==================== exec_mul_ctrl
## src/rtl/exec_mul_ctrl.sv

```systemverilog
// Iterative signed shift-add multiplier for the exec stage: WIDTH RUN cycles,
// one sign-fix cycle, then a one-cycle done pulse with the low product word.
module exec_mul_ctrl #(
  parameter int WIDTH = 32
) (
  input  logic                    clk,
  input  logic                    reset,
  input  logic                    start,
  input  logic                    flush,
  input  logic signed [WIDTH-1:0] src1,
  input  logic signed [WIDTH-1:0] src2,
  output logic                    busy,
  output logic                    done,
  output logic        [WIDTH-1:0] out,
  output logic                    overflow
);

  localparam int CW = (WIDTH > 1) ? $clog2(WIDTH) : 1;
  localparam logic [CW-1:0] LAST = CW'(WIDTH - 1);

  typedef enum logic [1:0] {IDLE, RUN, SIGN, DONE} state_t;

  state_t               state_q;
  logic [2*WIDTH-1:0]   mcand_q;
  logic [WIDTH-1:0]     mplier_q;
  logic [2*WIDTH-1:0]   acc_q;
  logic                 neg_q;
  logic [CW-1:0]        count_q;
  logic                 done_q;
  logic [WIDTH-1:0]     out_q;
  logic                 ovf_q;

  logic                 accept_d;
  logic [2*WIDTH-1:0]   acc_d;
  logic [2*WIDTH-1:0]   fin_d;

  // Magnitude as unsigned; the most negative value maps onto itself.
  function automatic logic [WIDTH-1:0] abs_val(input logic signed [WIDTH-1:0] v);
    logic [WIDTH-1:0] u;
    u = v;
    return u[WIDTH-1] ? (~u + 1'b1) : u;
  endfunction

  function automatic logic [2*WIDTH-1:0] neg2(input logic [2*WIDTH-1:0] v);
    return ~v + 1'b1;
  endfunction

  assign accept_d = start & ~flush & ((state_q == IDLE) | (state_q == DONE));
  assign acc_d    = mplier_q[0] ? (acc_q + mcand_q) : acc_q;
  assign fin_d    = neg_q ? neg2(acc_q) : acc_q;

  always_ff @(posedge clk or posedge reset) begin
    if (reset) begin
      state_q  <= IDLE;
      mcand_q  <= '0;
      mplier_q <= '0;
      acc_q    <= '0;
      neg_q    <= 1'b0;
      count_q  <= '0;
      done_q   <= 1'b0;
      out_q    <= '0;
      ovf_q    <= 1'b0;
    end else begin
      done_q <= 1'b0;
      if (flush) begin
        state_q <= IDLE;
      end else begin
        case (state_q)
          IDLE, DONE: begin
            if (accept_d) begin
              mcand_q  <= {{WIDTH{1'b0}}, abs_val(src1)};
              mplier_q <= abs_val(src2);
              neg_q    <= src1[WIDTH-1] ^ src2[WIDTH-1];
              acc_q    <= '0;
              count_q  <= '0;
              state_q  <= RUN;
            end else begin
              state_q  <= IDLE;
            end
          end
          RUN: begin
            acc_q    <= acc_d;
            mcand_q  <= mcand_q << 1;
            mplier_q <= mplier_q >> 1;
            count_q  <= count_q + 1'b1;
            if (count_q == LAST) state_q <= SIGN;
          end
          SIGN: begin
            acc_q   <= fin_d;
            out_q   <= fin_d[WIDTH-1:0];
            ovf_q   <= (fin_d[2*WIDTH-1:WIDTH] != {WIDTH{fin_d[WIDTH-1]}});
            done_q  <= 1'b1;
            state_q <= DONE;
          end
          default: state_q <= IDLE;
        endcase
      end
    end
  end

  // Stall covers the accept cycle plus every RUN and SIGN cycle.
  assign busy     = ~reset & (accept_d | (state_q == RUN) | (state_q == SIGN));
  assign done     = done_q;
  assign out      = out_q;
  assign overflow = ovf_q;

endmodule

```

## config.mk

```make
export PLATFORM = sky130hd
export DESIGN_NAME = exec_mul_ctrl
export DESIGN_NICKNAME = d
export VERILOG_FILES = /design/src/rtl/exec_mul_ctrl.sv
export SDC_FILE = /design/constraint.sdc
export NUM_CORES = 1
export LEC_CHECK = 0
export ABC_AREA = 1
export CORE_ASPECT_RATIO = 0.9
export CORE_UTILIZATION = 60
export CTS_BUF_LIST = sky130_fd_sc_hd__clkbuf_8
export DETAILED_ROUTE_END_ITERATION = 16
export PLACE_DENSITY_LB_ADDON = 0.12
export SYNTH_ARGS = -nofsm -noshare
export SYNTH_HDL_FRONTEND = slang
export SYNTH_SLANG_ARGS = --single-unit
```

## constraint.sdc

```tcl
create_clock -name clk -period 8.3 [get_ports clk]
set_input_delay 2.075 -clock clk [delete_from_list [all_inputs] [get_ports clk]]
set_output_delay 2.075 -clock clk [all_outputs]
set_load 0.03 [all_outputs]
```

==================== sigmoid_fp16_arbiter
--- src/rtl/sigmoid_fp16_arbiter.sv ---
// Round-robin front end sharing one fixed-latency fp16 sigmoid core among NUM_REQ requesters.
// Each issued operand carries its requester id down a tag pipe that matches the core latency;
// results land in an in-order FIFO whose space is reserved by credits at issue time.
module sigmoid_fp16_arbiter #(
  parameter int unsigned NUM_REQ    = 4,
  parameter int unsigned LATENCY    = 5,
  parameter int unsigned FIFO_DEPTH = 8
) (
  input  logic                   clock,
  input  logic                   resetn,
  input  logic [NUM_REQ-1:0]     req_valid,
  output logic [NUM_REQ-1:0]     req_ready,
  input  logic [16*NUM_REQ-1:0]  req_data,
  output logic [NUM_REQ-1:0]     rsp_valid,
  input  logic [NUM_REQ-1:0]     rsp_ready,
  output logic [15:0]            rsp_data,
  output logic                   pe_ivalid,
  output logic [15:0]            pe_datain,
  input  logic [15:0]            pe_dataout
);
  localparam int unsigned IdW  = $clog2(NUM_REQ);
  localparam int unsigned PtrW = $clog2(FIFO_DEPTH);
  localparam int unsigned CntW = $clog2(FIFO_DEPTH + 1);

  logic [IdW-1:0]     last;
  logic [IdW-1:0]     winner;
  logic [IdW-1:0]     cand;
  logic               found;
  logic               credit_ok;
  logic               accept;
  logic [IdW-1:0]     issue_id;
  logic [LATENCY-1:0] tag_valid;
  logic [IdW-1:0]     tag_id [LATENCY];
  logic               push;
  logic               pop;
  logic               fifo_empty;
  logic [CntW-1:0]    occ;
  logic [CntW-1:0]    inflight;
  logic [PtrW-1:0]    wr_ptr;
  logic [PtrW-1:0]    rd_ptr;
  logic [IdW-1:0]     fifo_id   [FIFO_DEPTH];
  logic [15:0]        fifo_data [FIFO_DEPTH];
  logic [IdW-1:0]     head_id;

  // Every accepted operand owns a FIFO slot from issue until it is popped.
  assign credit_ok = ({1'b0, occ} + {1'b0, inflight}) < (CntW + 1)'(FIFO_DEPTH);
  // Gated by resetn so req_ready is held low while reset is asserted.
  assign accept    = found & credit_ok & resetn;

  // Round-robin search starting just after the last accepted requester.
  always_comb begin
    winner = last;
    cand   = '0;
    found  = 1'b0;
    for (int k = 1; k <= int'(NUM_REQ); k++) begin
      cand = IdW'((int'(last) + k) % int'(NUM_REQ));
      if (!found && req_valid[cand]) begin
        found  = 1'b1;
        winner = cand;
      end
    end
  end

  // One-hot grant, combinational from req_valid.
  always_comb begin
    req_ready = '0;
    if (accept) begin
      req_ready[winner] = 1'b1;
    end
  end

  // Issue stage: register the winning operand and its id toward the core.
  always_ff @(posedge clock or negedge resetn) begin
    if (!resetn) begin
      last      <= IdW'(NUM_REQ - 1);
      pe_ivalid <= 1'b0;
      pe_datain <= '0;
      issue_id  <= '0;
    end else begin
      pe_ivalid <= accept;
      if (accept) begin
        last      <= winner;
        pe_datain <= req_data[{winner, 4'b0000} +: 16];
        issue_id  <= winner;
      end
    end
  end

  // Tag pipe runs in lockstep with the core; it never stalls.
  always_ff @(posedge clock or negedge resetn) begin
    if (!resetn) begin
      tag_valid <= '0;
      for (int k = 0; k < int'(LATENCY); k++) begin
        tag_id[k] <= '0;
      end
    end else begin
      tag_valid[0] <= pe_ivalid;
      tag_id[0]    <= issue_id;
      for (int k = 1; k < int'(LATENCY); k++) begin
        tag_valid[k] <= tag_valid[k-1];
        tag_id[k]    <= tag_id[k-1];
      end
    end
  end

  assign push       = tag_valid[LATENCY-1];
  assign fifo_empty = (occ == '0);
  assign head_id    = fifo_id[rd_ptr];
  assign pop        = |(rsp_valid & rsp_ready);
  // Zero when empty so outputs stay quiet until the first capture.
  assign rsp_data   = fifo_empty ? 16'h0000 : fifo_data[rd_ptr];

  // Route the head result to its owner only; later results wait behind it.
  always_comb begin
    rsp_valid = '0;
    if (!fifo_empty) begin
      rsp_valid[head_id] = 1'b1;
    end
  end

  // Result storage needs no reset: occupancy alone decides what is visible.
  always_ff @(posedge clock) begin
    if (push) begin
      fifo_id[wr_ptr]   <= tag_id[LATENCY-1];
      fifo_data[wr_ptr] <= pe_dataout;
    end
  end

  // FIFO pointers and the two credit counters.
  always_ff @(posedge clock or negedge resetn) begin
    if (!resetn) begin
      wr_ptr   <= '0;
      rd_ptr   <= '0;
      occ      <= '0;
      inflight <= '0;
    end else begin
      if (push) wr_ptr <= wr_ptr + PtrW'(1);
      if (pop)  rd_ptr <= rd_ptr + PtrW'(1);
      case ({push, pop})
        2'b10:   occ <= occ + CntW'(1);
        2'b01:   occ <= occ - CntW'(1);
        default: occ <= occ;
      endcase
      case ({accept, push})
        2'b10:   inflight <= inflight + CntW'(1);
        2'b01:   inflight <= inflight - CntW'(1);
        default: inflight <= inflight;
      endcase
    end
  end

  // Credits reserve a slot for each in-flight result, so a push into a full FIFO is a bug.
  a_no_overflow: assert property (@(posedge clock) disable iff (!resetn)
    !(push && occ == CntW'(FIFO_DEPTH)));

endmodule

--- config.mk ---
export PLATFORM = sky130hd
export DESIGN_NAME = sigmoid_fp16_arbiter
export DESIGN_NICKNAME = d
export VERILOG_FILES = /design/src/rtl/sigmoid_fp16_arbiter.sv
export SDC_FILE = /design/constraint.sdc
export NUM_CORES = 1
export LEC_CHECK = 0
export CAP_MARGIN = 20
export CORE_MARGIN = 8
export CORE_UTILIZATION = 45
export DETAILED_ROUTE_END_ITERATION = 7
export PLACE_DENSITY = 0.78
export SETUP_SLACK_MARGIN = 0.4
export SYNTH_ARGS = -nofsm -noshare
export SYNTH_HDL_FRONTEND = slang
export SYNTH_SLANG_ARGS = --single-unit
--- constraint.sdc ---
create_clock -name clock -period 3.2 [get_ports clock]
set_input_delay 0.48 -clock clock [delete_from_list [all_inputs] [get_ports clock]]
set_output_delay 0.48 -clock clock [all_outputs]
set_load 0.02 [all_outputs]
==================== sram_bist_ctrl
==> config.mk <==
export PLATFORM = sky130hd
export DESIGN_NAME = sram_bist_ctrl
export DESIGN_NICKNAME = d
export VERILOG_FILES = /design/src/rtl/sram_bist_ctrl.sv
export SDC_FILE = /design/constraint.sdc
export NUM_CORES = 1
export LEC_CHECK = 0
export ABC_AREA = 1
export CORE_ASPECT_RATIO = 1.75
export CORE_MARGIN = 4
export CORE_UTILIZATION = 25
export DETAILED_ROUTE_END_ITERATION = 10
export PLACE_DENSITY = 0.56
export SETUP_SLACK_MARGIN = 0.15
export SLEW_MARGIN = 10
export SYNTH_ARGS = -nofsm -noshare
export SYNTH_HDL_FRONTEND = slang
export SYNTH_SLANG_ARGS = --single-unit
==> constraint.sdc <==
create_clock -name clk -period 2.9 [get_ports clk]
set_clock_uncertainty 0.2 [all_clocks]
set_input_delay 0.87 -clock clk [delete_from_list [all_inputs] [get_ports clk]]
set_output_delay 0.87 -clock clk [all_outputs]
set_load 0.02 [all_outputs]
==> src/rtl/sram_bist_ctrl.sv <==
// sram_bist_ctrl: March C- BIST controller driving the A_BIST_* port group of a single-port SRAM macro.
module sram_bist_ctrl #(
    parameter int unsigned       ADDR_W       = 6,
    parameter int unsigned       DATA_W       = 64,
    parameter logic [DATA_W-1:0] BG           = '0,
    parameter bit                STOP_ON_FAIL = 1'b0
) (
    input  logic              clk,
    input  logic              resetn,
    input  logic              start,
    output logic              busy,
    output logic              done,
    output logic              fail,
    output logic [ADDR_W-1:0] fail_addr,
    output logic [2:0]        fail_elem,
    output logic              bist_en,
    output logic              bist_men,
    output logic              bist_wen,
    output logic              bist_ren,
    output logic [ADDR_W-1:0] bist_addr,
    output logic [DATA_W-1:0] bist_din,
    output logic [DATA_W-1:0] bist_bm,
    input  logic [DATA_W-1:0] bist_dout
);
    typedef enum logic [1:0] {IDLE, RUN, DRAIN, DONE} state_t;
    localparam logic [ADDR_W-1:0] ONE = 1;
    state_t state_q, state_d;
    logic [2:0] elem_q, elem_d, chk_elem_q, chk_elem_d, fail_elem_q, fail_elem_d;
    logic [ADDR_W-1:0] addr_q, addr_d, baddr_q, baddr_d, chk_addr_q, chk_addr_d, fail_addr_q, fail_addr_d;
    logic [DATA_W-1:0] din_q, din_d, bm_q, bm_d, exp_q, exp_d;
    logic ph_q, ph_d, en_q, en_d, men_q, men_d, wen_q, wen_d, ren_q, ren_d;
    logic chk_q, chk_d, fail_q, fail_d;
    logic two_op, down, last_addr, mism, run, rd;
    always_comb begin
        two_op = elem_q != 3'd0 && elem_q != 3'd5;
        down = elem_q == 3'd3 || elem_q == 3'd4;
        last_addr = down ? (addr_q == '0) : (&addr_q);
        mism = (state_q == RUN || state_q == DRAIN) && chk_q && (bist_dout != exp_q);
        state_d = state_q;
        elem_d = elem_q;
        addr_d = addr_q;
        ph_d = ph_q;
        fail_d = fail_q | mism;
        fail_addr_d = (mism && !fail_q) ? chk_addr_q : fail_addr_q;
        fail_elem_d = (mism && !fail_q) ? chk_elem_q : fail_elem_q;
        case (state_q)
            IDLE, DONE: if (start) begin
                state_d = RUN;
                elem_d = '0;
                addr_d = '0;
                ph_d = 1'b0;
                fail_d = 1'b0;
                fail_addr_d = '0;
                fail_elem_d = '0;
            end
            RUN: if (two_op && !ph_q) begin
                ph_d = 1'b1;
            end else if (!last_addr) begin
                addr_d = down ? addr_q - ONE : addr_q + ONE;
                ph_d = 1'b0;
            end else if (elem_q == 3'd5) begin
                state_d = DRAIN;
            end else begin
                elem_d = elem_q + 3'd1;
                addr_d = (elem_q == 3'd2 || elem_q == 3'd3) ? '1 : '0;
                ph_d = 1'b0;
            end
            DRAIN: state_d = DONE;
            default: state_d = IDLE;
        endcase
        if (mism && STOP_ON_FAIL) state_d = DONE;
        run = state_d == RUN;
        rd = elem_d != 3'd0 && !ph_d;
        en_d = run || state_d == DRAIN;
        men_d = run;
        wen_d = run && !rd;
        ren_d = run && rd;
        baddr_d = run ? addr_d : '0;
        din_d = wen_d ? (elem_d[0] ? ~BG : BG) : '0;
        bm_d = run ? '1 : '0;
        chk_d = ren_q;
        exp_d = elem_q[0] ? BG : ~BG;
        chk_addr_d = baddr_q;
        chk_elem_d = elem_q;
    end
    always_ff @(posedge clk or negedge resetn) begin
        if (!resetn) begin
            state_q <= IDLE;
            elem_q <= '0;
            addr_q <= '0;
            ph_q <= 1'b0;
            en_q <= 1'b0;
            men_q <= 1'b0;
            wen_q <= 1'b0;
            ren_q <= 1'b0;
            baddr_q <= '0;
            din_q <= '0;
            bm_q <= '0;
            chk_q <= 1'b0;
            exp_q <= '0;
            chk_addr_q <= '0;
            chk_elem_q <= '0;
            fail_q <= 1'b0;
            fail_addr_q <= '0;
            fail_elem_q <= '0;
        end else begin
            state_q <= state_d;
            elem_q <= elem_d;
            addr_q <= addr_d;
            ph_q <= ph_d;
            en_q <= en_d;
            men_q <= men_d;
            wen_q <= wen_d;
            ren_q <= ren_d;
            baddr_q <= baddr_d;
            din_q <= din_d;
            bm_q <= bm_d;
            chk_q <= chk_d;
            exp_q <= exp_d;
            chk_addr_q <= chk_addr_d;
            chk_elem_q <= chk_elem_d;
            fail_q <= fail_d;
            fail_addr_q <= fail_addr_d;
            fail_elem_q <= fail_elem_d;
        end
    end
    assign busy = state_q == RUN || state_q == DRAIN;
    assign done = state_q == DONE;
    assign fail = fail_q;
    assign fail_addr = fail_addr_q;
    assign fail_elem = fail_elem_q;
    assign bist_en = en_q;
    assign bist_men = men_q;
    assign bist_wen = wen_q;
    assign bist_ren = ren_q;
    assign bist_addr = baddr_q;
    assign bist_din = din_q;
    assign bist_bm = bm_q;
endmodule

==================== iobus_n_connect
### src/rtl/iobus_pkg.sv
// rtl/iobus_pkg.sv - shared widths, flattened-vector helpers and nodev FSM states for the IO bus connector
package iobus_pkg;

  localparam int IOS_W  = 7;
  localparam int DATA_W = 36;
  localparam int PI_W   = 7;

  // Widths of the flattened per-slave vectors (slave k occupies slice [k*W +: W])
  function automatic int ios_vec_w(input int nslave);
    return nslave * IOS_W;
  endfunction

  function automatic int data_vec_w(input int nslave);
    return nslave * DATA_W;
  endfunction

  function automatic int pi_vec_w(input int nslave);
    return nslave * PI_W;
  endfunction

  typedef enum logic {
    NODEV_IDLE = 1'b0,
    NODEV_FLAG = 1'b1
  } nodev_state_e;

endpackage

### src/rtl/iobus_dev_decode.sv
// rtl/iobus_dev_decode.sv - device-code comparator producing one slave select
module iobus_dev_decode
  import iobus_pkg::*;
#(
  parameter logic [IOS_W-1:0] DEVCODE = '0
) (
  input  logic [IOS_W-1:0] m_ios_i,
  output logic             sel_o
);

  assign sel_o = (m_ios_i == DEVCODE);

endmodule

### src/rtl/iobus_n_connect.sv
// rtl/iobus_n_connect.sv - N-slave IO bus connector; optional transfer counter under IOBUS_XFER_CNT_EN
module iobus_n_connect
  import iobus_pkg::*;
#(
  parameter int                         NSLAVE   = 2,
  // slave 0 answers 7'o070, slave 1 answers 7'o024
  parameter logic [NSLAVE*IOS_W-1:0]    DEVCODES = {7'o024, 7'o070}
) (
  input  logic                          clk,
  input  logic                          reset,
  input  logic                          m_iob_poweron,
  input  logic                          m_iob_reset,
  input  logic                          m_datao_clear,
  input  logic                          m_datao_set,
  input  logic                          m_cono_clear,
  input  logic                          m_cono_set,
  input  logic                          m_iob_fm_datai,
  input  logic                          m_iob_fm_status,
  input  logic                          m_rdi_pulse,
  input  logic [IOS_W-1:0]              m_ios,
  input  logic [DATA_W-1:0]             m_iob_write,
  output logic [PI_W-1:0]               m_pi_req,
  output logic [DATA_W-1:0]             m_iob_read,
  output logic                          m_dr_split,
  output logic                          m_rdi_data,
  output logic                          m_nodev,
  output logic [NSLAVE-1:0]             s_iob_poweron,
  output logic [NSLAVE-1:0]             s_iob_reset,
  output logic [NSLAVE-1:0]             s_rdi_pulse,
  output logic [NSLAVE-1:0]             s_datao_clear,
  output logic [NSLAVE-1:0]             s_datao_set,
  output logic [NSLAVE-1:0]             s_cono_clear,
  output logic [NSLAVE-1:0]             s_cono_set,
  output logic [NSLAVE-1:0]             s_iob_fm_datai,
  output logic [NSLAVE-1:0]             s_iob_fm_status,
  output logic [ios_vec_w(NSLAVE)-1:0]  s_ios,
  output logic [data_vec_w(NSLAVE)-1:0] s_iob_write,
  input  logic [pi_vec_w(NSLAVE)-1:0]   s_pi_req,
  input  logic [data_vec_w(NSLAVE)-1:0] s_iob_read,
  input  logic [NSLAVE-1:0]             s_dr_split,
  input  logic [NSLAVE-1:0]             s_rdi_data
`ifdef IOBUS_XFER_CNT_EN
  ,
  output logic [15:0]                   m_xfer_cnt
`endif
);

  logic [NSLAVE-1:0] sel;
  logic              any_sel;
  logic              xfer_strobe;
  logic              rd_strobe;

  // One comparator per slave; duplicate codes simply select several slaves
  for (genvar k = 0; k < NSLAVE; k++) begin : g_dec
    iobus_dev_decode #(
      .DEVCODE (DEVCODES[k*IOS_W +: IOS_W])
    ) u_dec (
      .m_ios_i (m_ios),
      .sel_o   (sel[k])
    );
  end

  assign any_sel     = |sel;
  assign rd_strobe   = m_iob_fm_datai | m_iob_fm_status;
  assign xfer_strobe = m_datao_set | m_cono_set | rd_strobe;

  logic [NSLAVE-1:0] s_poweron_q, s_reset_q, s_rdi_pulse_q;
  logic [NSLAVE-1:0] s_datao_clear_q, s_datao_set_q, s_cono_clear_q, s_cono_set_q;
  logic [NSLAVE-1:0] s_fm_datai_q, s_fm_status_q;
  logic [ios_vec_w(NSLAVE)-1:0]  s_ios_q;
  logic [data_vec_w(NSLAVE)-1:0] s_write_q;

  // Forward path: broadcasts copied, pulses gated by their slave select, data kept aligned
  always_ff @(posedge clk or negedge reset) begin
    if (!reset) begin
      s_poweron_q     <= '0;
      s_reset_q       <= '0;
      s_rdi_pulse_q   <= '0;
      s_datao_clear_q <= '0;
      s_datao_set_q   <= '0;
      s_cono_clear_q  <= '0;
      s_cono_set_q    <= '0;
      s_fm_datai_q    <= '0;
      s_fm_status_q   <= '0;
      s_ios_q         <= '0;
      s_write_q       <= '0;
    end else begin
      s_poweron_q     <= {NSLAVE{m_iob_poweron}};
      s_reset_q       <= {NSLAVE{m_iob_reset}};
      s_rdi_pulse_q   <= {NSLAVE{m_rdi_pulse}};
      s_datao_clear_q <= {NSLAVE{m_datao_clear}} & sel;
      s_datao_set_q   <= {NSLAVE{m_datao_set}} & sel;
      s_cono_clear_q  <= {NSLAVE{m_cono_clear}} & sel;
      s_cono_set_q    <= {NSLAVE{m_cono_set}} & sel;
      s_fm_datai_q    <= {NSLAVE{m_iob_fm_datai}} & sel;
      s_fm_status_q   <= {NSLAVE{m_iob_fm_status}} & sel;
      s_ios_q         <= {NSLAVE{m_ios}};
      s_write_q       <= {NSLAVE{m_iob_write}};
    end
  end

  logic [DATA_W-1:0] m_read_d, m_read_q;
  logic [PI_W-1:0]   m_pi_d, m_pi_q;
  logic              m_dr_split_q, m_rdi_data_q;

  // Merge trees: selected read data only during a read strobe, PI requests from every slave
  always_comb begin
    m_read_d = m_iob_write;
    m_pi_d   = '0;
    for (int k = 0; k < NSLAVE; k++) begin
      if (rd_strobe && sel[k]) m_read_d = m_read_d | s_iob_read[k*DATA_W +: DATA_W];
      m_pi_d = m_pi_d | s_pi_req[k*PI_W +: PI_W];
    end
  end

  // Read path registers
  always_ff @(posedge clk or negedge reset) begin
    if (!reset) begin
      m_read_q     <= '0;
      m_pi_q       <= '0;
      m_dr_split_q <= 1'b0;
      m_rdi_data_q <= 1'b0;
    end else begin
      m_read_q     <= m_read_d;
      m_pi_q       <= m_pi_d;
      m_dr_split_q <= |s_dr_split;
      m_rdi_data_q <= |s_rdi_data;
    end
  end

  nodev_state_e nodev_q;

  // Sticky absent-device flag; master IO reset clears it and wins over a new set
  always_ff @(posedge clk or negedge reset) begin
    if (!reset) begin
      nodev_q <= NODEV_IDLE;
    end else begin
      case (nodev_q)
        NODEV_IDLE: if (!m_iob_reset && xfer_strobe && !any_sel) nodev_q <= NODEV_FLAG;
        NODEV_FLAG: if (m_iob_reset) nodev_q <= NODEV_IDLE;
        default:    nodev_q <= NODEV_IDLE;
      endcase
    end
  end

`ifdef IOBUS_XFER_CNT_EN
  logic        strobe_prev_q;
  logic [15:0] xfer_cnt_q;

  // Count rising edges of decoded strobes; wraps naturally, IO reset clear has priority
  always_ff @(posedge clk or negedge reset) begin
    if (!reset) begin
      strobe_prev_q <= 1'b0;
      xfer_cnt_q    <= '0;
    end else begin
      strobe_prev_q <= xfer_strobe & any_sel;
      if (m_iob_reset)                                    xfer_cnt_q <= '0;
      else if (xfer_strobe && any_sel && !strobe_prev_q)  xfer_cnt_q <= xfer_cnt_q + 16'd1;
    end
  end

  assign m_xfer_cnt = xfer_cnt_q;
`endif

  assign s_iob_poweron   = s_poweron_q;
  assign s_iob_reset     = s_reset_q;
  assign s_rdi_pulse     = s_rdi_pulse_q;
  assign s_datao_clear   = s_datao_clear_q;
  assign s_datao_set     = s_datao_set_q;
  assign s_cono_clear    = s_cono_clear_q;
  assign s_cono_set      = s_cono_set_q;
  assign s_iob_fm_datai  = s_fm_datai_q;
  assign s_iob_fm_status = s_fm_status_q;
  assign s_ios           = s_ios_q;
  assign s_iob_write     = s_write_q;
  assign m_iob_read      = m_read_q;
  assign m_pi_req        = m_pi_q;
  assign m_dr_split      = m_dr_split_q;
  assign m_rdi_data      = m_rdi_data_q;
  assign m_nodev         = (nodev_q == NODEV_FLAG);

endmodule

### config.mk
export PLATFORM = sky130hd
export DESIGN_NAME = iobus_n_connect
export DESIGN_NICKNAME = d
export VERILOG_FILES = /design/src/rtl/iobus_pkg.sv /design/src/rtl/iobus_dev_decode.sv /design/src/rtl/iobus_n_connect.sv
export SDC_FILE = /design/constraint.sdc
export NUM_CORES = 1
export LEC_CHECK = 0
export ABC_AREA = 0
export CAP_MARGIN = 10
export CORE_AREA = 2 2 114 116
export DETAILED_ROUTE_END_ITERATION = 10
export DIE_AREA = 0 0 116 118
export GPL_TIMING_DRIVEN = 0
export HOLD_SLACK_MARGIN = 0.05
export PLACE_DENSITY = 0.75
export SYNTH_ARGS = -nofsm -noshare
export SYNTH_HDL_FRONTEND = slang
export SYNTH_HIERARCHICAL = 1
export SYNTH_SLANG_ARGS = --single-unit
### constraint.sdc
create_clock -name clk -period 0.9 [get_ports clk]
set_input_delay 0.18 -clock clk [delete_from_list [all_inputs] [get_ports clk]]
set_output_delay 0.18 -clock clk [all_outputs]
set_load 0.01 [all_outputs]
### Clock routing, exec_mul_ctrl

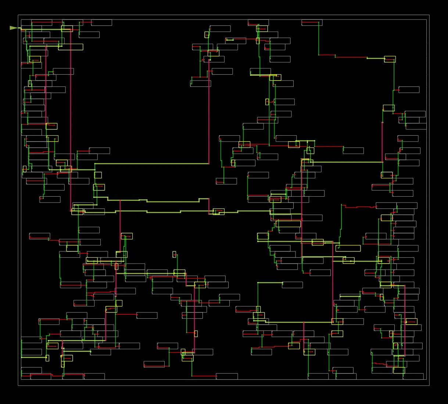
Final Skew: 0.0211 ns
clk latency of the worst-skew pair: 0.57 ns
clock buffer count: 42
Clock Sinks: 202

==> summary.txt, exec_mul_ctrl <==
impl run done, here's what came out: hold path depth=2, CP Class=in2out, status=finished clean, invs w/o clock=367, GR Layer Usage met1=59.6%, Port-buffer cells=102, Vias=20178, Buf+Inv Stages, Crit Path=3, post-CTS sizing=0, die width=183 um, GRT Max-Usage Layer=met2, Non-clock buffer share=5.64%, Die Size=30300 um^2, Hold Path Class=reg2reg, first-pass GRT wire length=98300 um, logic area=11000 um^2, CTS max path bufs=3, Adder Share, Synth=5.04%, Max stage delay on crit path=0.71 ns, area leader, netlist=dfrtp_1, DRT Pass-1 Iters=6, Yosys top cell by instances=nand2_1, Layout fillers=2585, Slew @ Worst Pin=1.17 ns, Buffers excl. clock=115, routing usage on met3=10.0%, Hold EP=out[1], overall die height=165 um, Placer Congestion=1.05, Antenna Nets Post-Route=0
==> exec_mul_ctrl: metrics by stage <==
step	util, %	setup WS [ns]	cell area (um^2)
2_1_floorplan	-	0.714	17800
3_3_place_gp	65.8	2.41	19100
3_5_place_dp	65.8	2.30	19100
4_1_cts	68.4	2.21	19900
5_1_grt	68.4	2.07	19900
6_report	68.4	2.16	19900
==> exec_mul_ctrl: state kept, by name (all words and copies together) (netlist names) <==
signal	flops
neg_q	1
count_q	5
state_q	2
acc_q	64
out	32
done	1
mplier_q	32
overflow	1
mcand_q	64
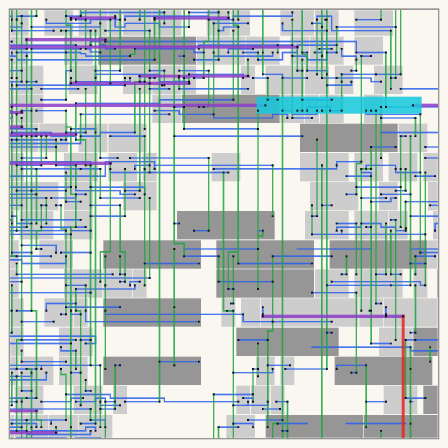
*Layout detail, sigmoid_fp16_arbiter*
Region (18, 93) to (58, 133) um. Cells in grey, sequential cells in the stronger grey; small squares are vias.
met4 -> red
met3 -> purple
met5 -> cyan
met1 -> blue
met2 -> green
cells with their middle in the window = 103
netlist names of flops here include = `pe_datain` (6), `inflight` (2), `tag_valid` (2)
sequential cells in the window = 14
most frequent = dfrtp_1 (13), a211oi_1 (11), nor4b_1 (10)

==> summary.txt, sigmoid_fp16_arbiter <==
impl run done, here's what came out: status=finished clean, Rows=49, logic area=2570 um^2, Pre-Place Util=45.7%, crit share post-route=94.1%, Seq area share=52.4%, Max stage delay on crit path=0.52 ns, pre-CTS WS=0.166 ns, mi-comb count=266, Reg2Reg Depth=12, Commonest Layout Cell=edfxtp_1, max FFs per register=128, Final min period=3.01 ns, Routed met1 length=7760 um, placed cells=851, Setup WS post-layout=0.188 ns, r2r endpoint=occ[3], FF/Latch Area=5580 um^2, ClkCell Share=5.78%, Mapped Cells=501, largest net degree at the start of global routing=51, clock tree root buffer cell=clkbuf_16, top flop regs=fifo_data (128), fifo_id (16), pe_datain (16), WL met2=9160 um
[sigmoid_fp16_arbiter: repair_timing]
| item | CTS | global route |
|---|---|---|
| pin swaps | 6 | 6 |
| gates resized | 38 | 25 |
| setup buffers | 5 | 4 |
| endpoints found under the setup margin | 28 | 28 |
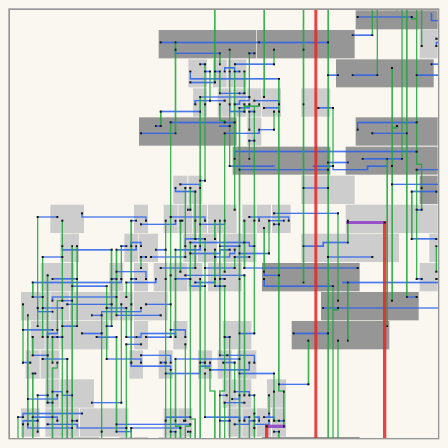
*Layout detail, sram_bist_ctrl*
Region (5, 106) to (45, 146) um. Cells in grey, sequential cells in the stronger grey; small squares are vias.
met1 -> blue
met4 -> red
met3 -> purple
met2 -> green
cells with their middle in the window = 82
netlist names of flops here include = `addr_q` (4), `chk_addr_q` (4), `bist_addr` (3)
most frequent = nand2_1 (29), dfrtp_1 (11), a21oi_1 (7)
sequential cells in the window = 11

==> summary.txt, sram_bist_ctrl <==
impl run done, here's what came out: status=finished clean, CTS tree=yes, Final min period=2.63 ns, CP Class=reg2out, maxcap violations=0, Fin Hold WS=0.182 ns, Slew HR=61.9%, Hold EP=chk_addr_q[5], Flop Count=44, Top-area cell share=30.0%, overall routing resource usage=12.0%, r2r endpoint=bist_addr[3], Seq area share=20.9%, overall die height=168 um, mi-comb count=282, total core area=14400 um^2, Adder Share, Synth=4.98%, Hold Path Class=reg2reg, Pre-Place Util=25.5%, Commonest Layout Cell=clkdlybuf4s50_1, RSZ-0062 raised after global routing=yes, Rows=58, post-CTS sizing=1, first-pass GRT wire length=16000 um, GRT Max-Usage Layer=met2, Antenna Cells=0, pre-CTS WS=0.155 ns, Largest cell class=buffers, MUX share of area=0%, Mapped Cells=499, Met3 Routed Length=851 um, crit path capture type=output pin, synth-to-layout area growth=44.5%, min-delay src=bist_addr[5], DRT Pass-1 Iters=4, logic area=1420 um^2
sram_bist_ctrl: stage by stage:
stage               util (%)
global placement        35.8
detailed placement      35.8
finish                  36.9
floorplan                  -
global route            36.9
CTS                     36.8
### Layout detail, iobus_n_connect

Region (9, 68) to (49, 108) um. Cells in grey, sequential cells in the stronger grey; small squares are vias.
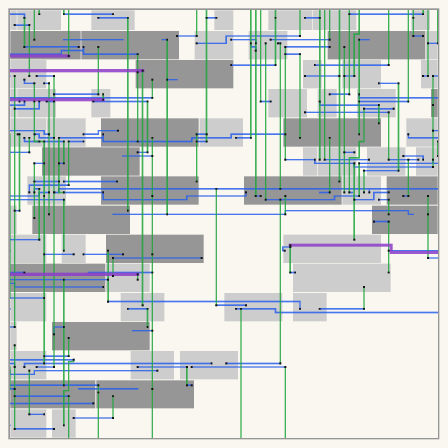
met2 -> green
met1 -> blue
met3 -> purple
cells with their middle in the window = 57
sequential cells in the window = 17
netlist names of flops here include = `s_iob_write` (8), `m_iob_read` (7), `m_pi_req` (2)
most frequent = dfrtp_1 (17), clkdlybuf4s50_1 (11)

==> summary.txt, iobus_n_connect <==
impl run done, here's what came out: status=finished, violations left, violated checks=hold timing, setup timing, most used cell, CP=buf_8, Final #Nets=695, layout cell share with drive strength beyond 1=48.0%, tool warnings=31, Synth Seq Share=72.2%, Slew @ Worst Pin=0.667 ns, global route overflow=0, I/O pin total=294, clk latency of the worst-skew pair=0.34 ns, Setup WS post-layout=-0.271 ns, Die Size=13700 um^2, Pre-Place Util=29.0%, GRT Max-Usage Layer=met2, Final Hold Fails=50, Main logic family=buffers and inverters, clock transition at the registers of the reported paths=0.06 ns, Top-area cell share=72.2%, Antenna Nets Post-Route=0, Worst Setup Start Kind=primary input, Adder Share, Synth=0%, crit share post-route=130%, Fin Hold WS=-0.128 ns, setup violators final=186, pre-CTS WS=-1.19 ns, Max Used Layer=met5, ys async rst share=100%, Finished Layout Cells=728
==> iobus_n_connect: final cells by class <==
class	instances	area share, %
clock buffers	12	3.34
clock inverters	4	0.407
plain buffers	54	8.59
multi-input cells	67	8.83
repair buffers	315	40.7
flip-flops and latches	104	35.3
well taps	172	2.92
==> iobus_n_connect: what timing repair did <==
action / in CTS / in global routing
pin swaps: 23 / 11
gates resized: 764 / 44
setup buffers: 12 / 1
endpoints found under the hold margin: 55 / 51
endpoints found under the setup margin: 199 / 187
cloned: 3 / 1
hold buffers: 5 / 1

## Gallery

Signal wires by layer.
Only two layers are drawn.
shot_01.png
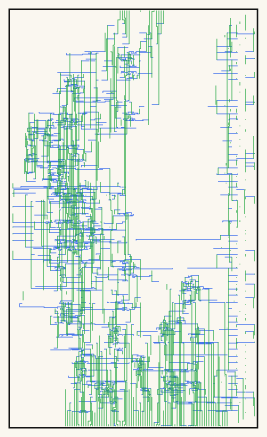
shot_02.png
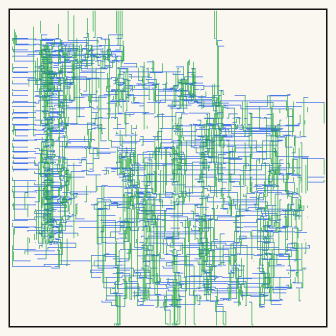
shot_03.png
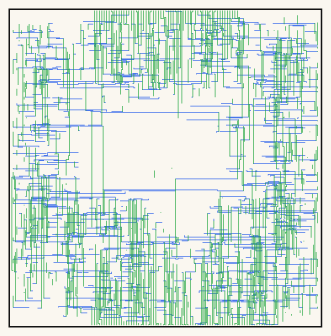
shot_04.png
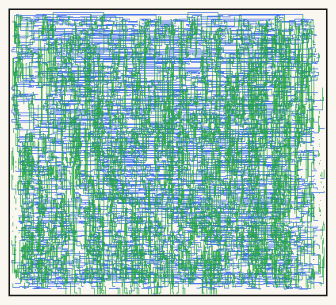
shot_03.png comes from iobus_n_connect.
shot_04.png comes from exec_mul_ctrl.
shot_01.png comes from sram_bist_ctrl.
shot_02.png comes from sigmoid_fp16_arbiter.
The one with the least wire is shot_01.png.
The one with the most wire is shot_04.png.


==================== fetch_sequencer
### Clock routing, fetch_sequencer

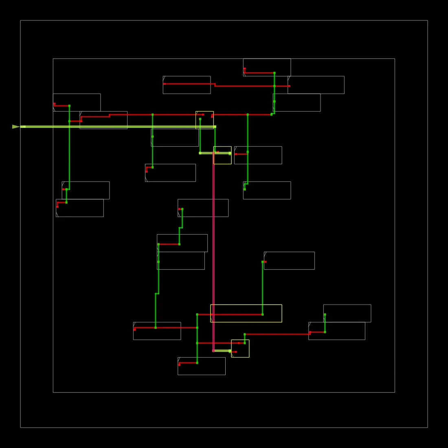

**config.mk**
```make
export PLATFORM = sky130hd
export DESIGN_NAME = fetch_sequencer
export DESIGN_NICKNAME = d
export VERILOG_FILES = /design/src/rtl/fetch_seq_pkg.sv /design/src/rtl/fetch_seq_watchdog.sv /design/src/rtl/fetch_sequencer.sv
export SDC_FILE = /design/constraint.sdc
export NUM_CORES = 1
export LEC_CHECK = 0
export CAP_MARGIN = 25
export CORE_MARGIN = 5
export CORE_UTILIZATION = 35
export CTS_CLUSTER_SIZE = 8
export DETAILED_ROUTE_END_ITERATION = 12
export GPL_ROUTABILITY_DRIVEN = 0
export HOLD_SLACK_MARGIN = 0.1
export PLACE_DENSITY = 0.66
export SLEW_MARGIN = 20
export SYNTH_ARGS = -nofsm -noshare
export SYNTH_HDL_FRONTEND = slang
export SYNTH_SLANG_ARGS = --single-unit
```
**constraint.sdc**
```tcl
create_clock -name CLK -period 1.4 [get_ports CLK]
set_input_delay 0.14 -clock CLK [delete_from_list [all_inputs] [get_ports CLK]]
set_output_delay 0.14 -clock CLK [all_outputs]
set_load 0.05 [all_outputs]
```
**src/rtl/fetch_seq_pkg.sv**
```systemverilog
// Shared types and constants for the fetch sequencer: command opcodes,
// FSM states, PE routing codes and the default watchdog limit.
package fetch_seq_pkg;

  typedef enum logic [2:0] {
    OP_LOAD_BCAST = 3'd0,
    OP_LOAD_PE    = 3'd1,
    OP_LOADA      = 3'd2,
    OP_LOADB      = 3'd3,
    OP_STORE      = 3'd4
  } op_e;

  typedef enum logic [2:0] {
    S_IDLE,
    S_CLEAR,
    S_RUN,
    S_DRAIN,
    S_DONE
  } state_e;

  // PE_SEL routing codes presented to the fetch unit
  localparam logic [1:0] SEL_BCAST  = 2'd0;
  localparam logic [1:0] SEL_SINGLE = 2'd1;
  localparam logic [1:0] SEL_ROWS   = 2'd2;
  localparam logic [1:0] SEL_COLS   = 2'd3;

  localparam int TIMEOUT_CYCLES_DEF = 32;

  // Opcodes 5..7 are reserved and answered with an error response
  function automatic logic op_legal(input logic [2:0] op);
    return (op <= 3'd4);
  endfunction

endpackage

```
**src/rtl/fetch_seq_watchdog.sv**
```systemverilog
// Loadable down-counter used as the RUN-state watchdog of fetch_sequencer.
// Loaded with the limit minus one; o_expired flags the last permitted RUN cycle.
module fetch_seq_watchdog
  import fetch_seq_pkg::*;
#(
  parameter int TIMEOUT_CYCLES = TIMEOUT_CYCLES_DEF
) (
  input  logic i_clk,
  input  logic i_rst,
  input  logic i_load,
  input  logic i_run,
  output logic o_expired
);

  localparam int CW = (TIMEOUT_CYCLES > 1) ? $clog2(TIMEOUT_CYCLES) : 1;

  logic [CW-1:0] r_cnt;

  // Reload on entry to the command, count down while the fetch is running
  always_ff @(posedge i_clk) begin
    if (i_rst) begin
      r_cnt <= '0;
    end else if (i_load) begin
      r_cnt <= CW'(TIMEOUT_CYCLES - 1);
    end else if (i_run && (r_cnt != '0)) begin
      r_cnt <= r_cnt - 1'b1;
    end
  end

  assign o_expired = i_run && (r_cnt == '0);

endmodule

```
**src/rtl/fetch_sequencer.sv**
```systemverilog
// Command-driven sequencer for the BRAM fetch unit feeding the PE array.
// Optional RUN-state watchdog enabled by defining FETCH_SEQ_TIMEOUT_EN.
module fetch_sequencer
  import fetch_seq_pkg::*;
#(
  parameter int TIMEOUT_CYCLES = TIMEOUT_CYCLES_DEF
) (
  input  logic       CLK,
  input  logic       RST,
  input  logic       CMD_VALID,
  output logic       CMD_READY,
  input  logic [2:0] CMD_OP,
  input  logic [1:0] CMD_DIMEN,
  input  logic [3:0] CMD_BASE,
  input  logic [1:0] CMD_PE,
  output logic       RSP_VALID,
  output logic       RSP_ERR,
  output logic       PE_LD,
  output logic       ADDR_START,
  output logic       ADDR_RST,
  output logic       WRADDR_START,
  output logic [1:0] DIMEN,
  output logic [3:0] ADDRESS,
  output logic [1:0] PE_SEL,
  output logic       PE_SEL_2x2,
  output logic       PE_SEL_4,
  input  logic       FETCH_DONE,
  input  logic       STORE_DONE
);

  state_e     r_state;
  state_e     w_next;
  op_e        r_op;
  logic [1:0] r_dimen;
  logic [3:0] r_addr;
  logic [1:0] r_route_sel;
  logic       r_sel_2x2;
  logic       r_sel_4;
  logic [1:0] r_word_idx;
  logic       r_err;
  logic       r_pe_ld;
  logic       w_is_store;
  logic       w_done_hit;
  logic       w_timeout;
  logic       w_expired;

  assign w_is_store = (r_op == OP_STORE);

`ifdef FETCH_SEQ_TIMEOUT_EN
  fetch_seq_watchdog #(
    .TIMEOUT_CYCLES(TIMEOUT_CYCLES)
  ) u_watchdog (
    .i_clk     (CLK),
    .i_rst     (RST),
    .i_load    (r_state == S_CLEAR),
    .i_run     (r_state == S_RUN),
    .o_expired (w_expired)
  );
`else
  logic w_unused_timeout;
  assign w_unused_timeout = (TIMEOUT_CYCLES != 0);
  assign w_expired        = 1'b0;
`endif

  // Next-state decode and fetch-unit strobes; strobes are held low during reset
  always_comb begin
    w_next       = r_state;
    w_done_hit   = 1'b0;
    w_timeout    = 1'b0;
    CMD_READY    = 1'b0;
    ADDR_RST     = RST;
    ADDR_START   = 1'b0;
    WRADDR_START = 1'b0;
    RSP_VALID    = 1'b0;
    RSP_ERR      = 1'b0;
    PE_LD        = r_pe_ld;
    DIMEN        = r_dimen;
    ADDRESS      = r_addr;
    PE_SEL       = r_route_sel;
    PE_SEL_2x2   = r_sel_2x2;
    PE_SEL_4     = r_sel_4;
    case (r_state)
      S_IDLE: begin
        CMD_READY = !RST;
        if (CMD_VALID) begin
          w_next = op_legal(CMD_OP) ? S_CLEAR : S_DONE;
        end
      end
      S_CLEAR: begin
        ADDR_RST = 1'b1;
        w_next   = S_RUN;
      end
      S_RUN: begin
        ADDR_START = !RST;
        if (w_is_store) begin
          WRADDR_START = !RST;
          PE_SEL       = r_word_idx;
          w_done_hit   = STORE_DONE;
        end else begin
          w_done_hit   = FETCH_DONE;
        end
        // A terminal count arriving on the expiry cycle still counts as success
        w_timeout = w_expired && !w_done_hit;
        if (w_done_hit) begin
          w_next = w_is_store ? S_DONE : S_DRAIN;
        end else if (w_timeout) begin
          w_next = S_DONE;
        end
      end
      S_DRAIN: begin
        ADDR_START = !RST;
        w_next     = S_DONE;
      end
      S_DONE: begin
        RSP_VALID = !RST;
        RSP_ERR   = !RST && r_err;
        w_next    = S_IDLE;
      end
      default: w_next = S_IDLE;
    endcase
  end

  // State register, command latch, store word index and delayed load strobe
  always_ff @(posedge CLK) begin
    if (RST) begin
      r_state     <= S_IDLE;
      r_op        <= OP_LOAD_BCAST;
      r_dimen     <= '0;
      r_addr      <= '0;
      r_route_sel <= SEL_BCAST;
      r_sel_2x2   <= 1'b0;
      r_sel_4     <= 1'b0;
      r_word_idx  <= '0;
      r_err       <= 1'b0;
      r_pe_ld     <= 1'b0;
    end else begin
      r_state <= w_next;
      // BRAM data lands one cycle after its address, so the PE strobe lags RUN
      r_pe_ld <= (r_state == S_RUN) && !w_is_store && !w_timeout;
      if ((r_state == S_IDLE) && CMD_VALID) begin
        r_err <= !op_legal(CMD_OP);
        if (op_legal(CMD_OP)) begin
          r_op       <= op_e'(CMD_OP);
          r_dimen    <= CMD_DIMEN;
          r_addr     <= CMD_BASE;
          r_word_idx <= '0;
          case (op_e'(CMD_OP))
            OP_LOAD_PE: begin
              r_route_sel <= SEL_SINGLE;
              r_sel_4     <= CMD_PE[1];
              r_sel_2x2   <= CMD_PE[0];
            end
            OP_LOADA: begin
              r_route_sel <= SEL_ROWS;
              r_sel_4     <= 1'b0;
              r_sel_2x2   <= CMD_PE[0];
            end
            OP_LOADB: begin
              r_route_sel <= SEL_COLS;
              r_sel_4     <= 1'b0;
              r_sel_2x2   <= CMD_PE[0];
            end
            default: begin
              r_route_sel <= SEL_BCAST;
              r_sel_4     <= 1'b0;
              r_sel_2x2   <= 1'b0;
            end
          endcase
        end
      end else if ((r_state == S_RUN) && w_is_store) begin
        r_word_idx <= r_word_idx + 1'b1;
      end
      if (w_timeout) begin
        r_err <= 1'b1;
      end
    end
  end

endmodule

```
==================== usb_out_ep_buffer
### src/rtl/usb_out_ep_buffer.sv
`default_nettype none
// ============================================================================
// Module   : usb_out_ep_buffer
// Brief    : USB OUT endpoint packet buffer. It handles DATA0/DATA1 toggle
//            sequencing, SETUP override, stall and registered consumer readout.
// Revision : 1.0 - initial release
// ============================================================================
module usb_out_ep_buffer #(
    parameter int MAX_PKT = 64
) (
    input  logic       clk,
    input  logic       reset,
    input  logic       rx_pkt_start,
    input  logic       rx_setup,
    input  logic       rx_toggle,
    input  logic       rx_data_put,
    input  logic [7:0] rx_data,
    input  logic       rx_pkt_end,
    input  logic       rx_pkt_valid,
    output logic       rx_ready,
    output logic       rx_stall,
    output logic       out_ep_req,
    input  logic       out_ep_grant,
    output logic       out_ep_data_avail,
    output logic       out_ep_setup,
    input  logic       out_ep_data_get,
    output logic [7:0] out_ep_data,
    input  logic       out_ep_stall,
    output logic       out_ep_acked
);

    localparam int              c_AW      = $clog2(MAX_PKT);
    localparam int              c_PW      = c_AW + 1;
    localparam logic [c_PW-1:0] c_MAX_PTR = c_PW'(MAX_PKT);
    localparam logic [c_PW-1:0] c_PTR_ONE = c_PW'(1);

    localparam logic [1:0] c_READY = 2'd0;
    localparam logic [1:0] c_PUT   = 2'd1;
    localparam logic [1:0] c_GET   = 2'd2;

    logic [1:0]      r_state;
    logic [1:0]      w_next_state;
    logic [c_PW-1:0] r_wr_ptr;
    logic [c_PW-1:0] r_rd_ptr;
    logic [c_PW-1:0] r_pkt_len;
    logic            r_overflow;
    logic            r_setup;
    logic            r_toggle;
    logic            r_exp_toggle;
    logic            r_stall;
    logic            r_out_setup;
    logic            r_acked;
    logic [7:0]      r_out_data;
    logic [7:0]      r_buf [0:MAX_PKT-1];

    logic w_setup_start;
    logic w_accept_start;
    logic w_put;
    logic w_full;
    logic w_ovf;
    logic w_end;
    logic w_commit;
    logic w_read;

    // A SETUP token always wins: it aborts whatever is in progress.
    assign w_setup_start  = rx_pkt_start & rx_setup;
    assign w_accept_start = w_setup_start |
                            (rx_pkt_start & ~r_stall & (r_state == c_READY));
    assign w_put          = (r_state == c_PUT) & rx_data_put & ~w_setup_start;
    assign w_full         = (r_wr_ptr == c_MAX_PTR);
    assign w_ovf          = r_overflow | (w_put & w_full);
    assign w_end          = (r_state == c_PUT) & rx_pkt_end & ~w_setup_start;
    assign w_commit       = w_end & rx_pkt_valid & ~w_ovf &
                            (r_setup | (r_toggle == r_exp_toggle));
    assign w_read         = out_ep_data_avail & out_ep_data_get & out_ep_grant;

    always_ff @(posedge clk) begin
        if (reset) begin
            r_state <= c_READY;
        end else begin
            r_state <= w_next_state;
        end
    end

    always_comb begin
        w_next_state = r_state;
        if (w_accept_start) begin
            w_next_state = c_PUT;
        end else begin
            case (r_state)
                c_READY: w_next_state = c_READY;
                c_PUT: begin
                    if (w_end) begin
                        w_next_state = w_commit ? c_GET : c_READY;
                    end
                end
                c_GET: begin
                    if (r_rd_ptr == r_pkt_len) begin
                        w_next_state = c_READY;
                    end
                end
                default: w_next_state = c_READY;
            endcase
        end
    end

    always_comb begin
        rx_ready          = 1'b0;
        out_ep_data_avail = 1'b0;
        out_ep_req        = 1'b0;
        case (r_state)
            c_READY: rx_ready = ~r_stall;
            c_GET: begin
                out_ep_data_avail = (r_rd_ptr < r_pkt_len);
                out_ep_req        = (r_rd_ptr < r_pkt_len);
            end
            default: begin
                rx_ready = 1'b0;
            end
        endcase
    end

    always_ff @(posedge clk) begin
        if (reset) begin
            r_wr_ptr     <= '0;
            r_rd_ptr     <= '0;
            r_pkt_len    <= '0;
            r_overflow   <= 1'b0;
            r_setup      <= 1'b0;
            r_toggle     <= 1'b0;
            r_exp_toggle <= 1'b0;
            r_stall      <= 1'b0;
            r_out_setup  <= 1'b0;
            r_acked      <= 1'b0;
            r_out_data   <= 8'h00;
        end else begin
            r_acked <= w_commit;

            if (w_setup_start) begin
                r_stall <= 1'b0;
            end else if (out_ep_stall) begin
                r_stall <= 1'b1;
            end

            if (w_accept_start) begin
                r_wr_ptr    <= '0;
                r_overflow  <= 1'b0;
                r_setup     <= rx_setup;
                r_toggle    <= rx_toggle;
                r_out_setup <= 1'b0;
            end else if (w_put) begin
                if (w_full) begin
                    r_overflow <= 1'b1;
                end else begin
                    r_wr_ptr <= r_wr_ptr + c_PTR_ONE;
                end
            end

            // SETUP resynchronises the host to DATA1 for the following stage.
            if (w_commit) begin
                r_pkt_len    <= r_wr_ptr;
                r_rd_ptr     <= '0;
                r_out_setup  <= r_setup;
                r_exp_toggle <= r_setup ? 1'b1 : ~r_exp_toggle;
            end

            if (w_read) begin
                r_out_data <= r_buf[r_rd_ptr[c_AW-1:0]];
                r_rd_ptr   <= r_rd_ptr + c_PTR_ONE;
            end
        end
    end

    always_ff @(posedge clk) begin
        if (w_put && !w_full) begin
            r_buf[r_wr_ptr[c_AW-1:0]] <= rx_data;
        end
    end

    assign rx_stall     = r_stall;
    assign out_ep_setup = r_out_setup;
    assign out_ep_acked = r_acked;
    assign out_ep_data  = r_out_data;

endmodule
`default_nettype wire

### config.mk
export PLATFORM = sky130hd
export DESIGN_NAME = usb_out_ep_buffer
export DESIGN_NICKNAME = d
export VERILOG_FILES = /design/src/rtl/usb_out_ep_buffer.sv
export SDC_FILE = /design/constraint.sdc
export NUM_CORES = 1
export LEC_CHECK = 0
export CAP_MARGIN = 20
export CORE_ASPECT_RATIO = 1.5
export CORE_UTILIZATION = 50
export DETAILED_ROUTE_END_ITERATION = 12
export GPL_TIMING_DRIVEN = 0
export MAX_ROUTING_LAYER = met4
export PLACE_DENSITY = 0.66
export SLEW_MARGIN = 5
export SYNTH_ARGS = -nofsm -noshare
export SYNTH_HDL_FRONTEND = slang
export SYNTH_SLANG_ARGS = --single-unit
### constraint.sdc
create_clock -name clk -period 5.45 [get_ports clk]
set_input_delay 1.09 -clock clk [delete_from_list [all_inputs] [get_ports clk]]
set_output_delay 1.09 -clock clk [all_outputs]
set_load 0.01 [all_outputs]

==> gallery <==
Layout detail.
(a)
Region (23, 173) to (63, 213) um. Cells in grey, sequential cells in the stronger grey; small squares are vias.
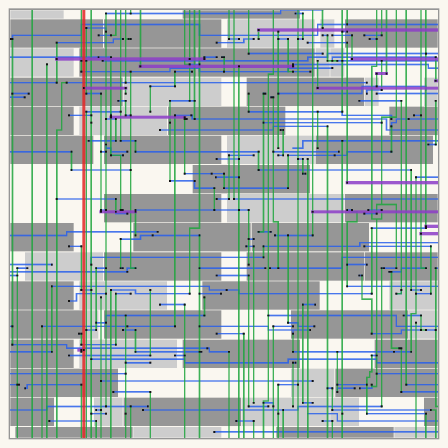
(b)
Region (0, 23) to (40, 63) um. Cells in grey, sequential cells in the stronger grey; small squares are vias.
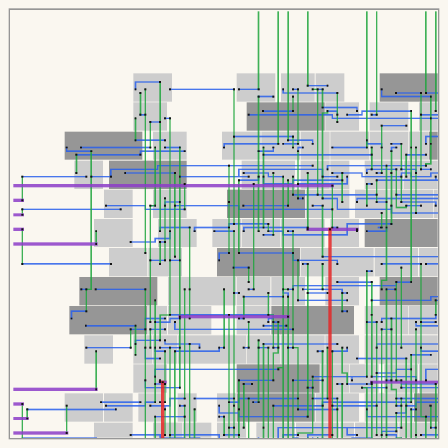
(b) is fetch_sequencer.
(a) is usb_out_ep_buffer.

### Signal wires by layer, fetch_sequencer

Only two layers are drawn.
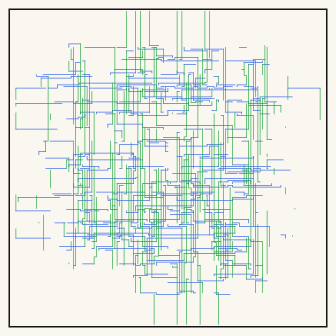
met1 -> blue  # wire length 1390 um
met2 -> green  # wire length 1770 um
Routed WL: 3380 um
drt wl/cell: 16.0 um
Vias: 1144
overall routing resource usage: 16.5%

Notes on 'Clock routing' of fetch_sequencer above:
cts bufs inserted: 3
clk latency of the worst-skew pair: 0.32 ns
Clock Sinks: 20

==> summary.txt, fetch_sequencer <==
impl run done, here's what came out: status=finished, violations left, violated checks=setup timing, setup violators final=24, Flop Count=20, die width=63.0 um, Pwr Total=0.00184 W, Layout fillers=186, Pre-Place Util=36.0%, initial antenna violation count=0, R2R setup slack=-0.18 ns, Tap Cells=31, Largest cell class=multi-input combinational cells, H-tree Lvls=1, DRC=0, GR Layer Usage met1=20.4%, CP max FO=5, pre-CTS WS=-0.230 ns, Rows=19, Setup WS post-layout=-0.251 ns, Die Size=3970 um^2, Post-CTS Setup Repair Bufs=8, combinational share of cell area=37.8%, Hold Path Class=in2reg, global route overflow=0, Routed met1 length=1390 um, tool warnings=29, max FFs per register=4, Final Skew=0.00642 ns, Slew @ Worst Pin=0.293 ns, total core area=2730 um^2, placed inst area=1570 um^2, Fin Hold WS=0.381 ns, Hold EP=ADDRESS[0], mi-comb count=81, Syn Area/Cell=8.79 um^2, r2r endpoint=r_word_idx[1], Levels on crit path=4
-- fetch_sequencer: cell families (layout without fill, tap and decap cells) --
family	Yosys count	in the layout	share of synthesized area [%]
buffers and inverters	11	79	6.61
flip-flops	20	20	40.7
multiplexers	1	1	1.14
AND-OR/OR-AND	43	43	26.6
AND/OR/NAND/NOR	37	37	25.0
-- fetch_sequencer: report_power, final --
group	total (W)	leakage (nW)	internal [W]	switching, W
Combinational	0.000712	0.592	0.000358	0.000354
Clock	0.000494	0.0279	0.000290	0.000204
Sequential	0.000633	0.166	0.000604	0.0000288
Total	0.00184	0.786	0.00125	0.000587
### Nets reached from selected ports, usb_out_ep_buffer

Scale bar: 50 um.
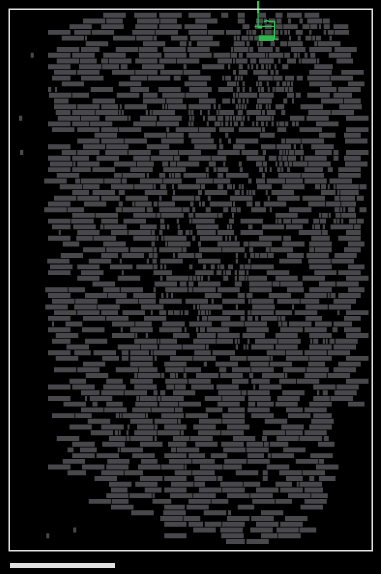
`rx_stall` -> green  # direction output, end cells 1, wire 36.4 um

### Clock routing, usb_out_ep_buffer

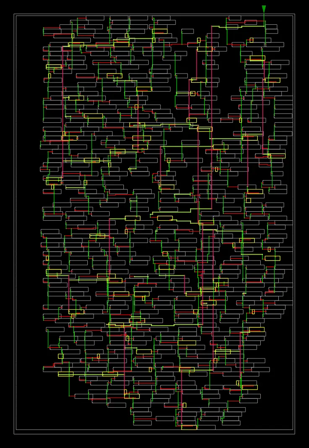
P_clk: 0.00338 W
Flop Count: 550
Clock Sinks: 550
clk latency of the worst-skew pair: 0.59 ns

==> summary.txt, usb_out_ep_buffer <==
impl run done, here's what came out: top cells by area=edfxtp_1 71%, mux4_2 13%, dfxtp_1 3.5%, Placer Congestion=0.943, GRT Max-Usage Layer=met2, Levels on crit path=11, worst r2r src=r_wr_ptr[0], Routed WL=56300 um, # hold bufs at CTS=0, Comb group=0.000121 W, Worst Setup Start Kind=register, synth-to-layout area growth=12.7%, Antenna Nets Post-Route=0, Worst IR Drop VDD=0.187 mV, Final Hold Fails=0, status=finished clean, Rows=93, CP max FO=10, CP delay by family, top=buffers and inverters, crit path to=out_ep_req, Reg2Reg Depth=9, Adder Share, Synth=0.578%, setup_tns=0 ns
-- usb_out_ep_buffer: per-stage QoR --
step | setup WS (ns) | total power, W | area, um^2
after global placement | 0.953 | 0.00482 | 22700
after global routing | 0.680 | 0.00830 | 24400
after detailed placement | 1.09 | 0.00483 | 22800
after floorplan | 2.28 | 0.00473 | 21600
final | 0.809 | 0.00812 | 24400
after CTS | 0.828 | 0.00814 | 24400


==> notes/layouts.md <==
Pictures saved along the way, in no particular order.

Clock routing.
panel A
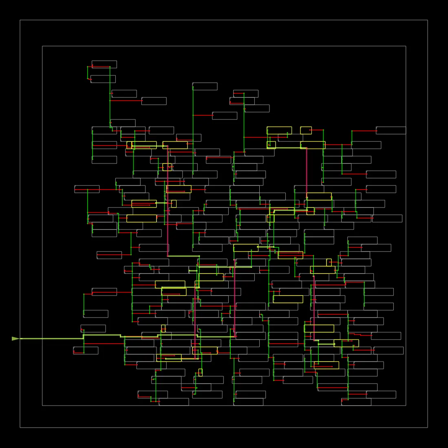
panel B
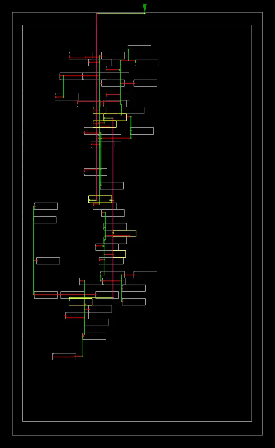
panel C
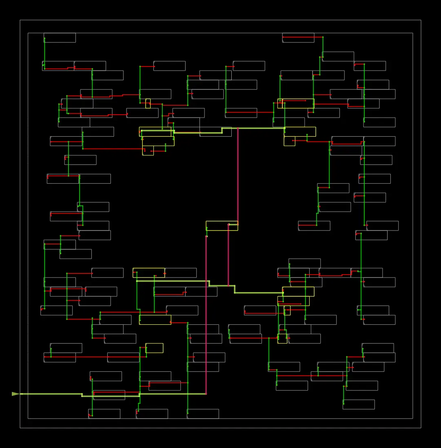
The one with the fewest clock buffers is panel B.
The one with the most clock buffers is panel A.
| picture | from |
|---|---|
| panel C | iobus_n_connect |
| panel B | sram_bist_ctrl |
| panel A | sigmoid_fp16_arbiter |


==> screenshots <==
Register map, names as in the netlist.
Plate I
Scale bar: 50 um. Other sequential cells in the stronger grey, the rest of the logic in the fainter grey.
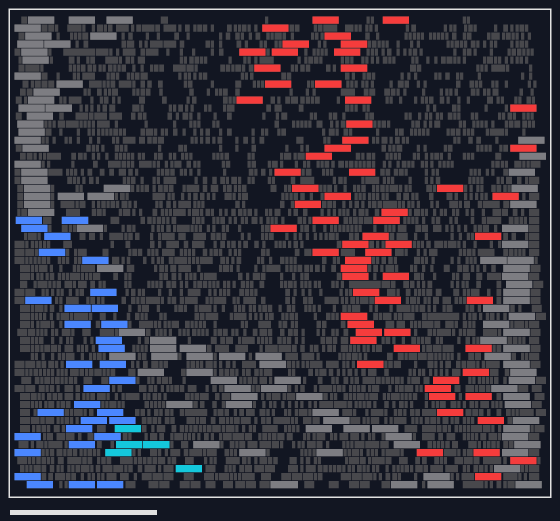
Plate II
Scale bar: 20 um. Other sequential cells in the stronger grey, the rest of the logic in the fainter grey.
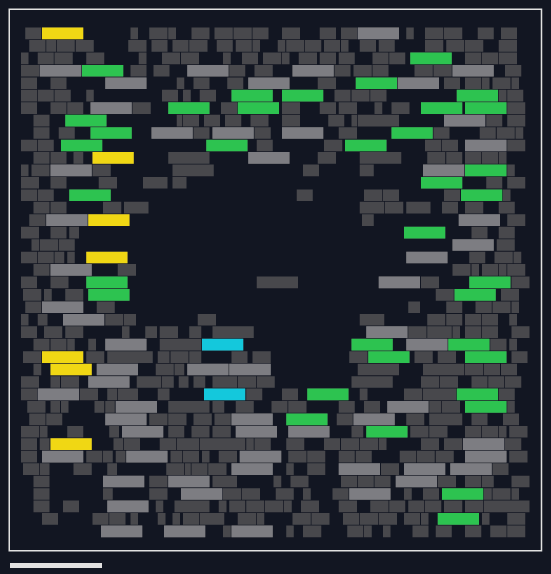
Plate III
Scale bar: 20 um. Other sequential cells in the stronger grey, the rest of the logic in the fainter grey.
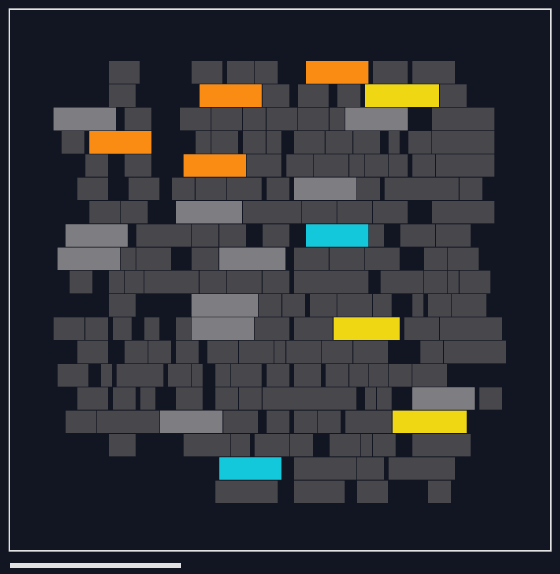
Plate IV
Scale bar: 50 um. Other sequential cells in the stronger grey, the rest of the logic in the fainter grey.
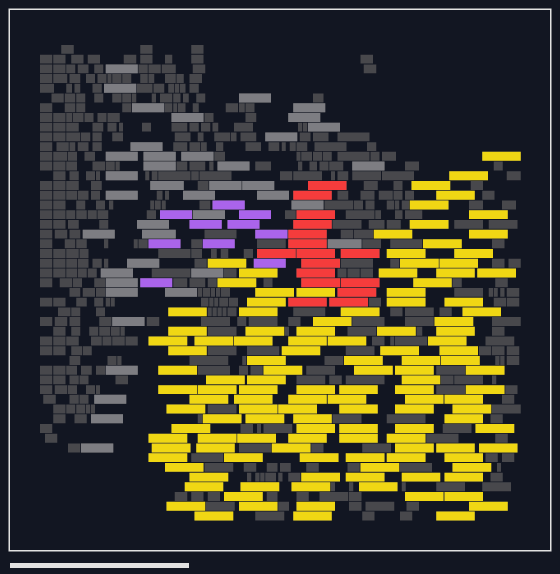
Plate V
Scale bar: 20 um. Other sequential cells in the stronger grey, the rest of the logic in the fainter grey.
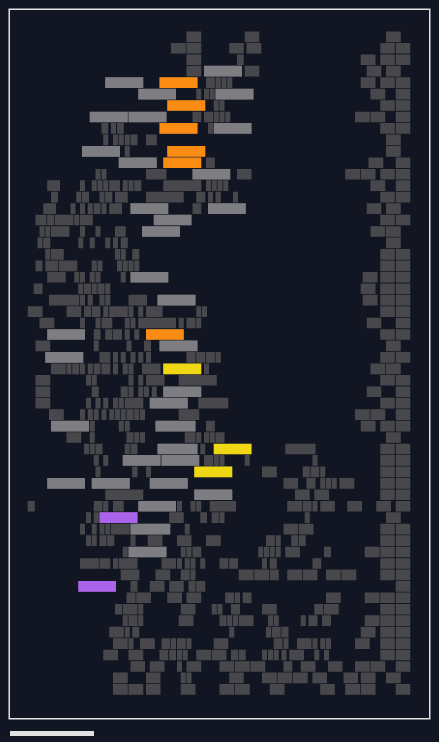
Plate VI
Scale bar: 50 um. Other sequential cells in the stronger grey, the rest of the logic in the fainter grey.
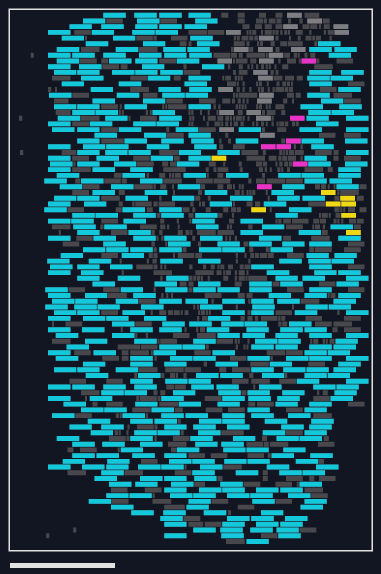
The one with the fewest cells is Plate III.
The one with the fewest sequential cells is Plate III.
fetch_sequencer: Plate III
usb_out_ep_buffer: Plate VI
exec_mul_ctrl: Plate I
iobus_n_connect: Plate II
sigmoid_fp16_arbiter: Plate IV
sram_bist_ctrl: Plate V

Key to Plate VI:
`r_buf` -> cyan  # flops 512, where spread over the die
`r_rd_ptr` -> magenta  # flops 7, where upper right
`out_ep_data` -> yellow  # flops 8
not coloured = 23

Power is estimated from default activity; no workload was simulated.
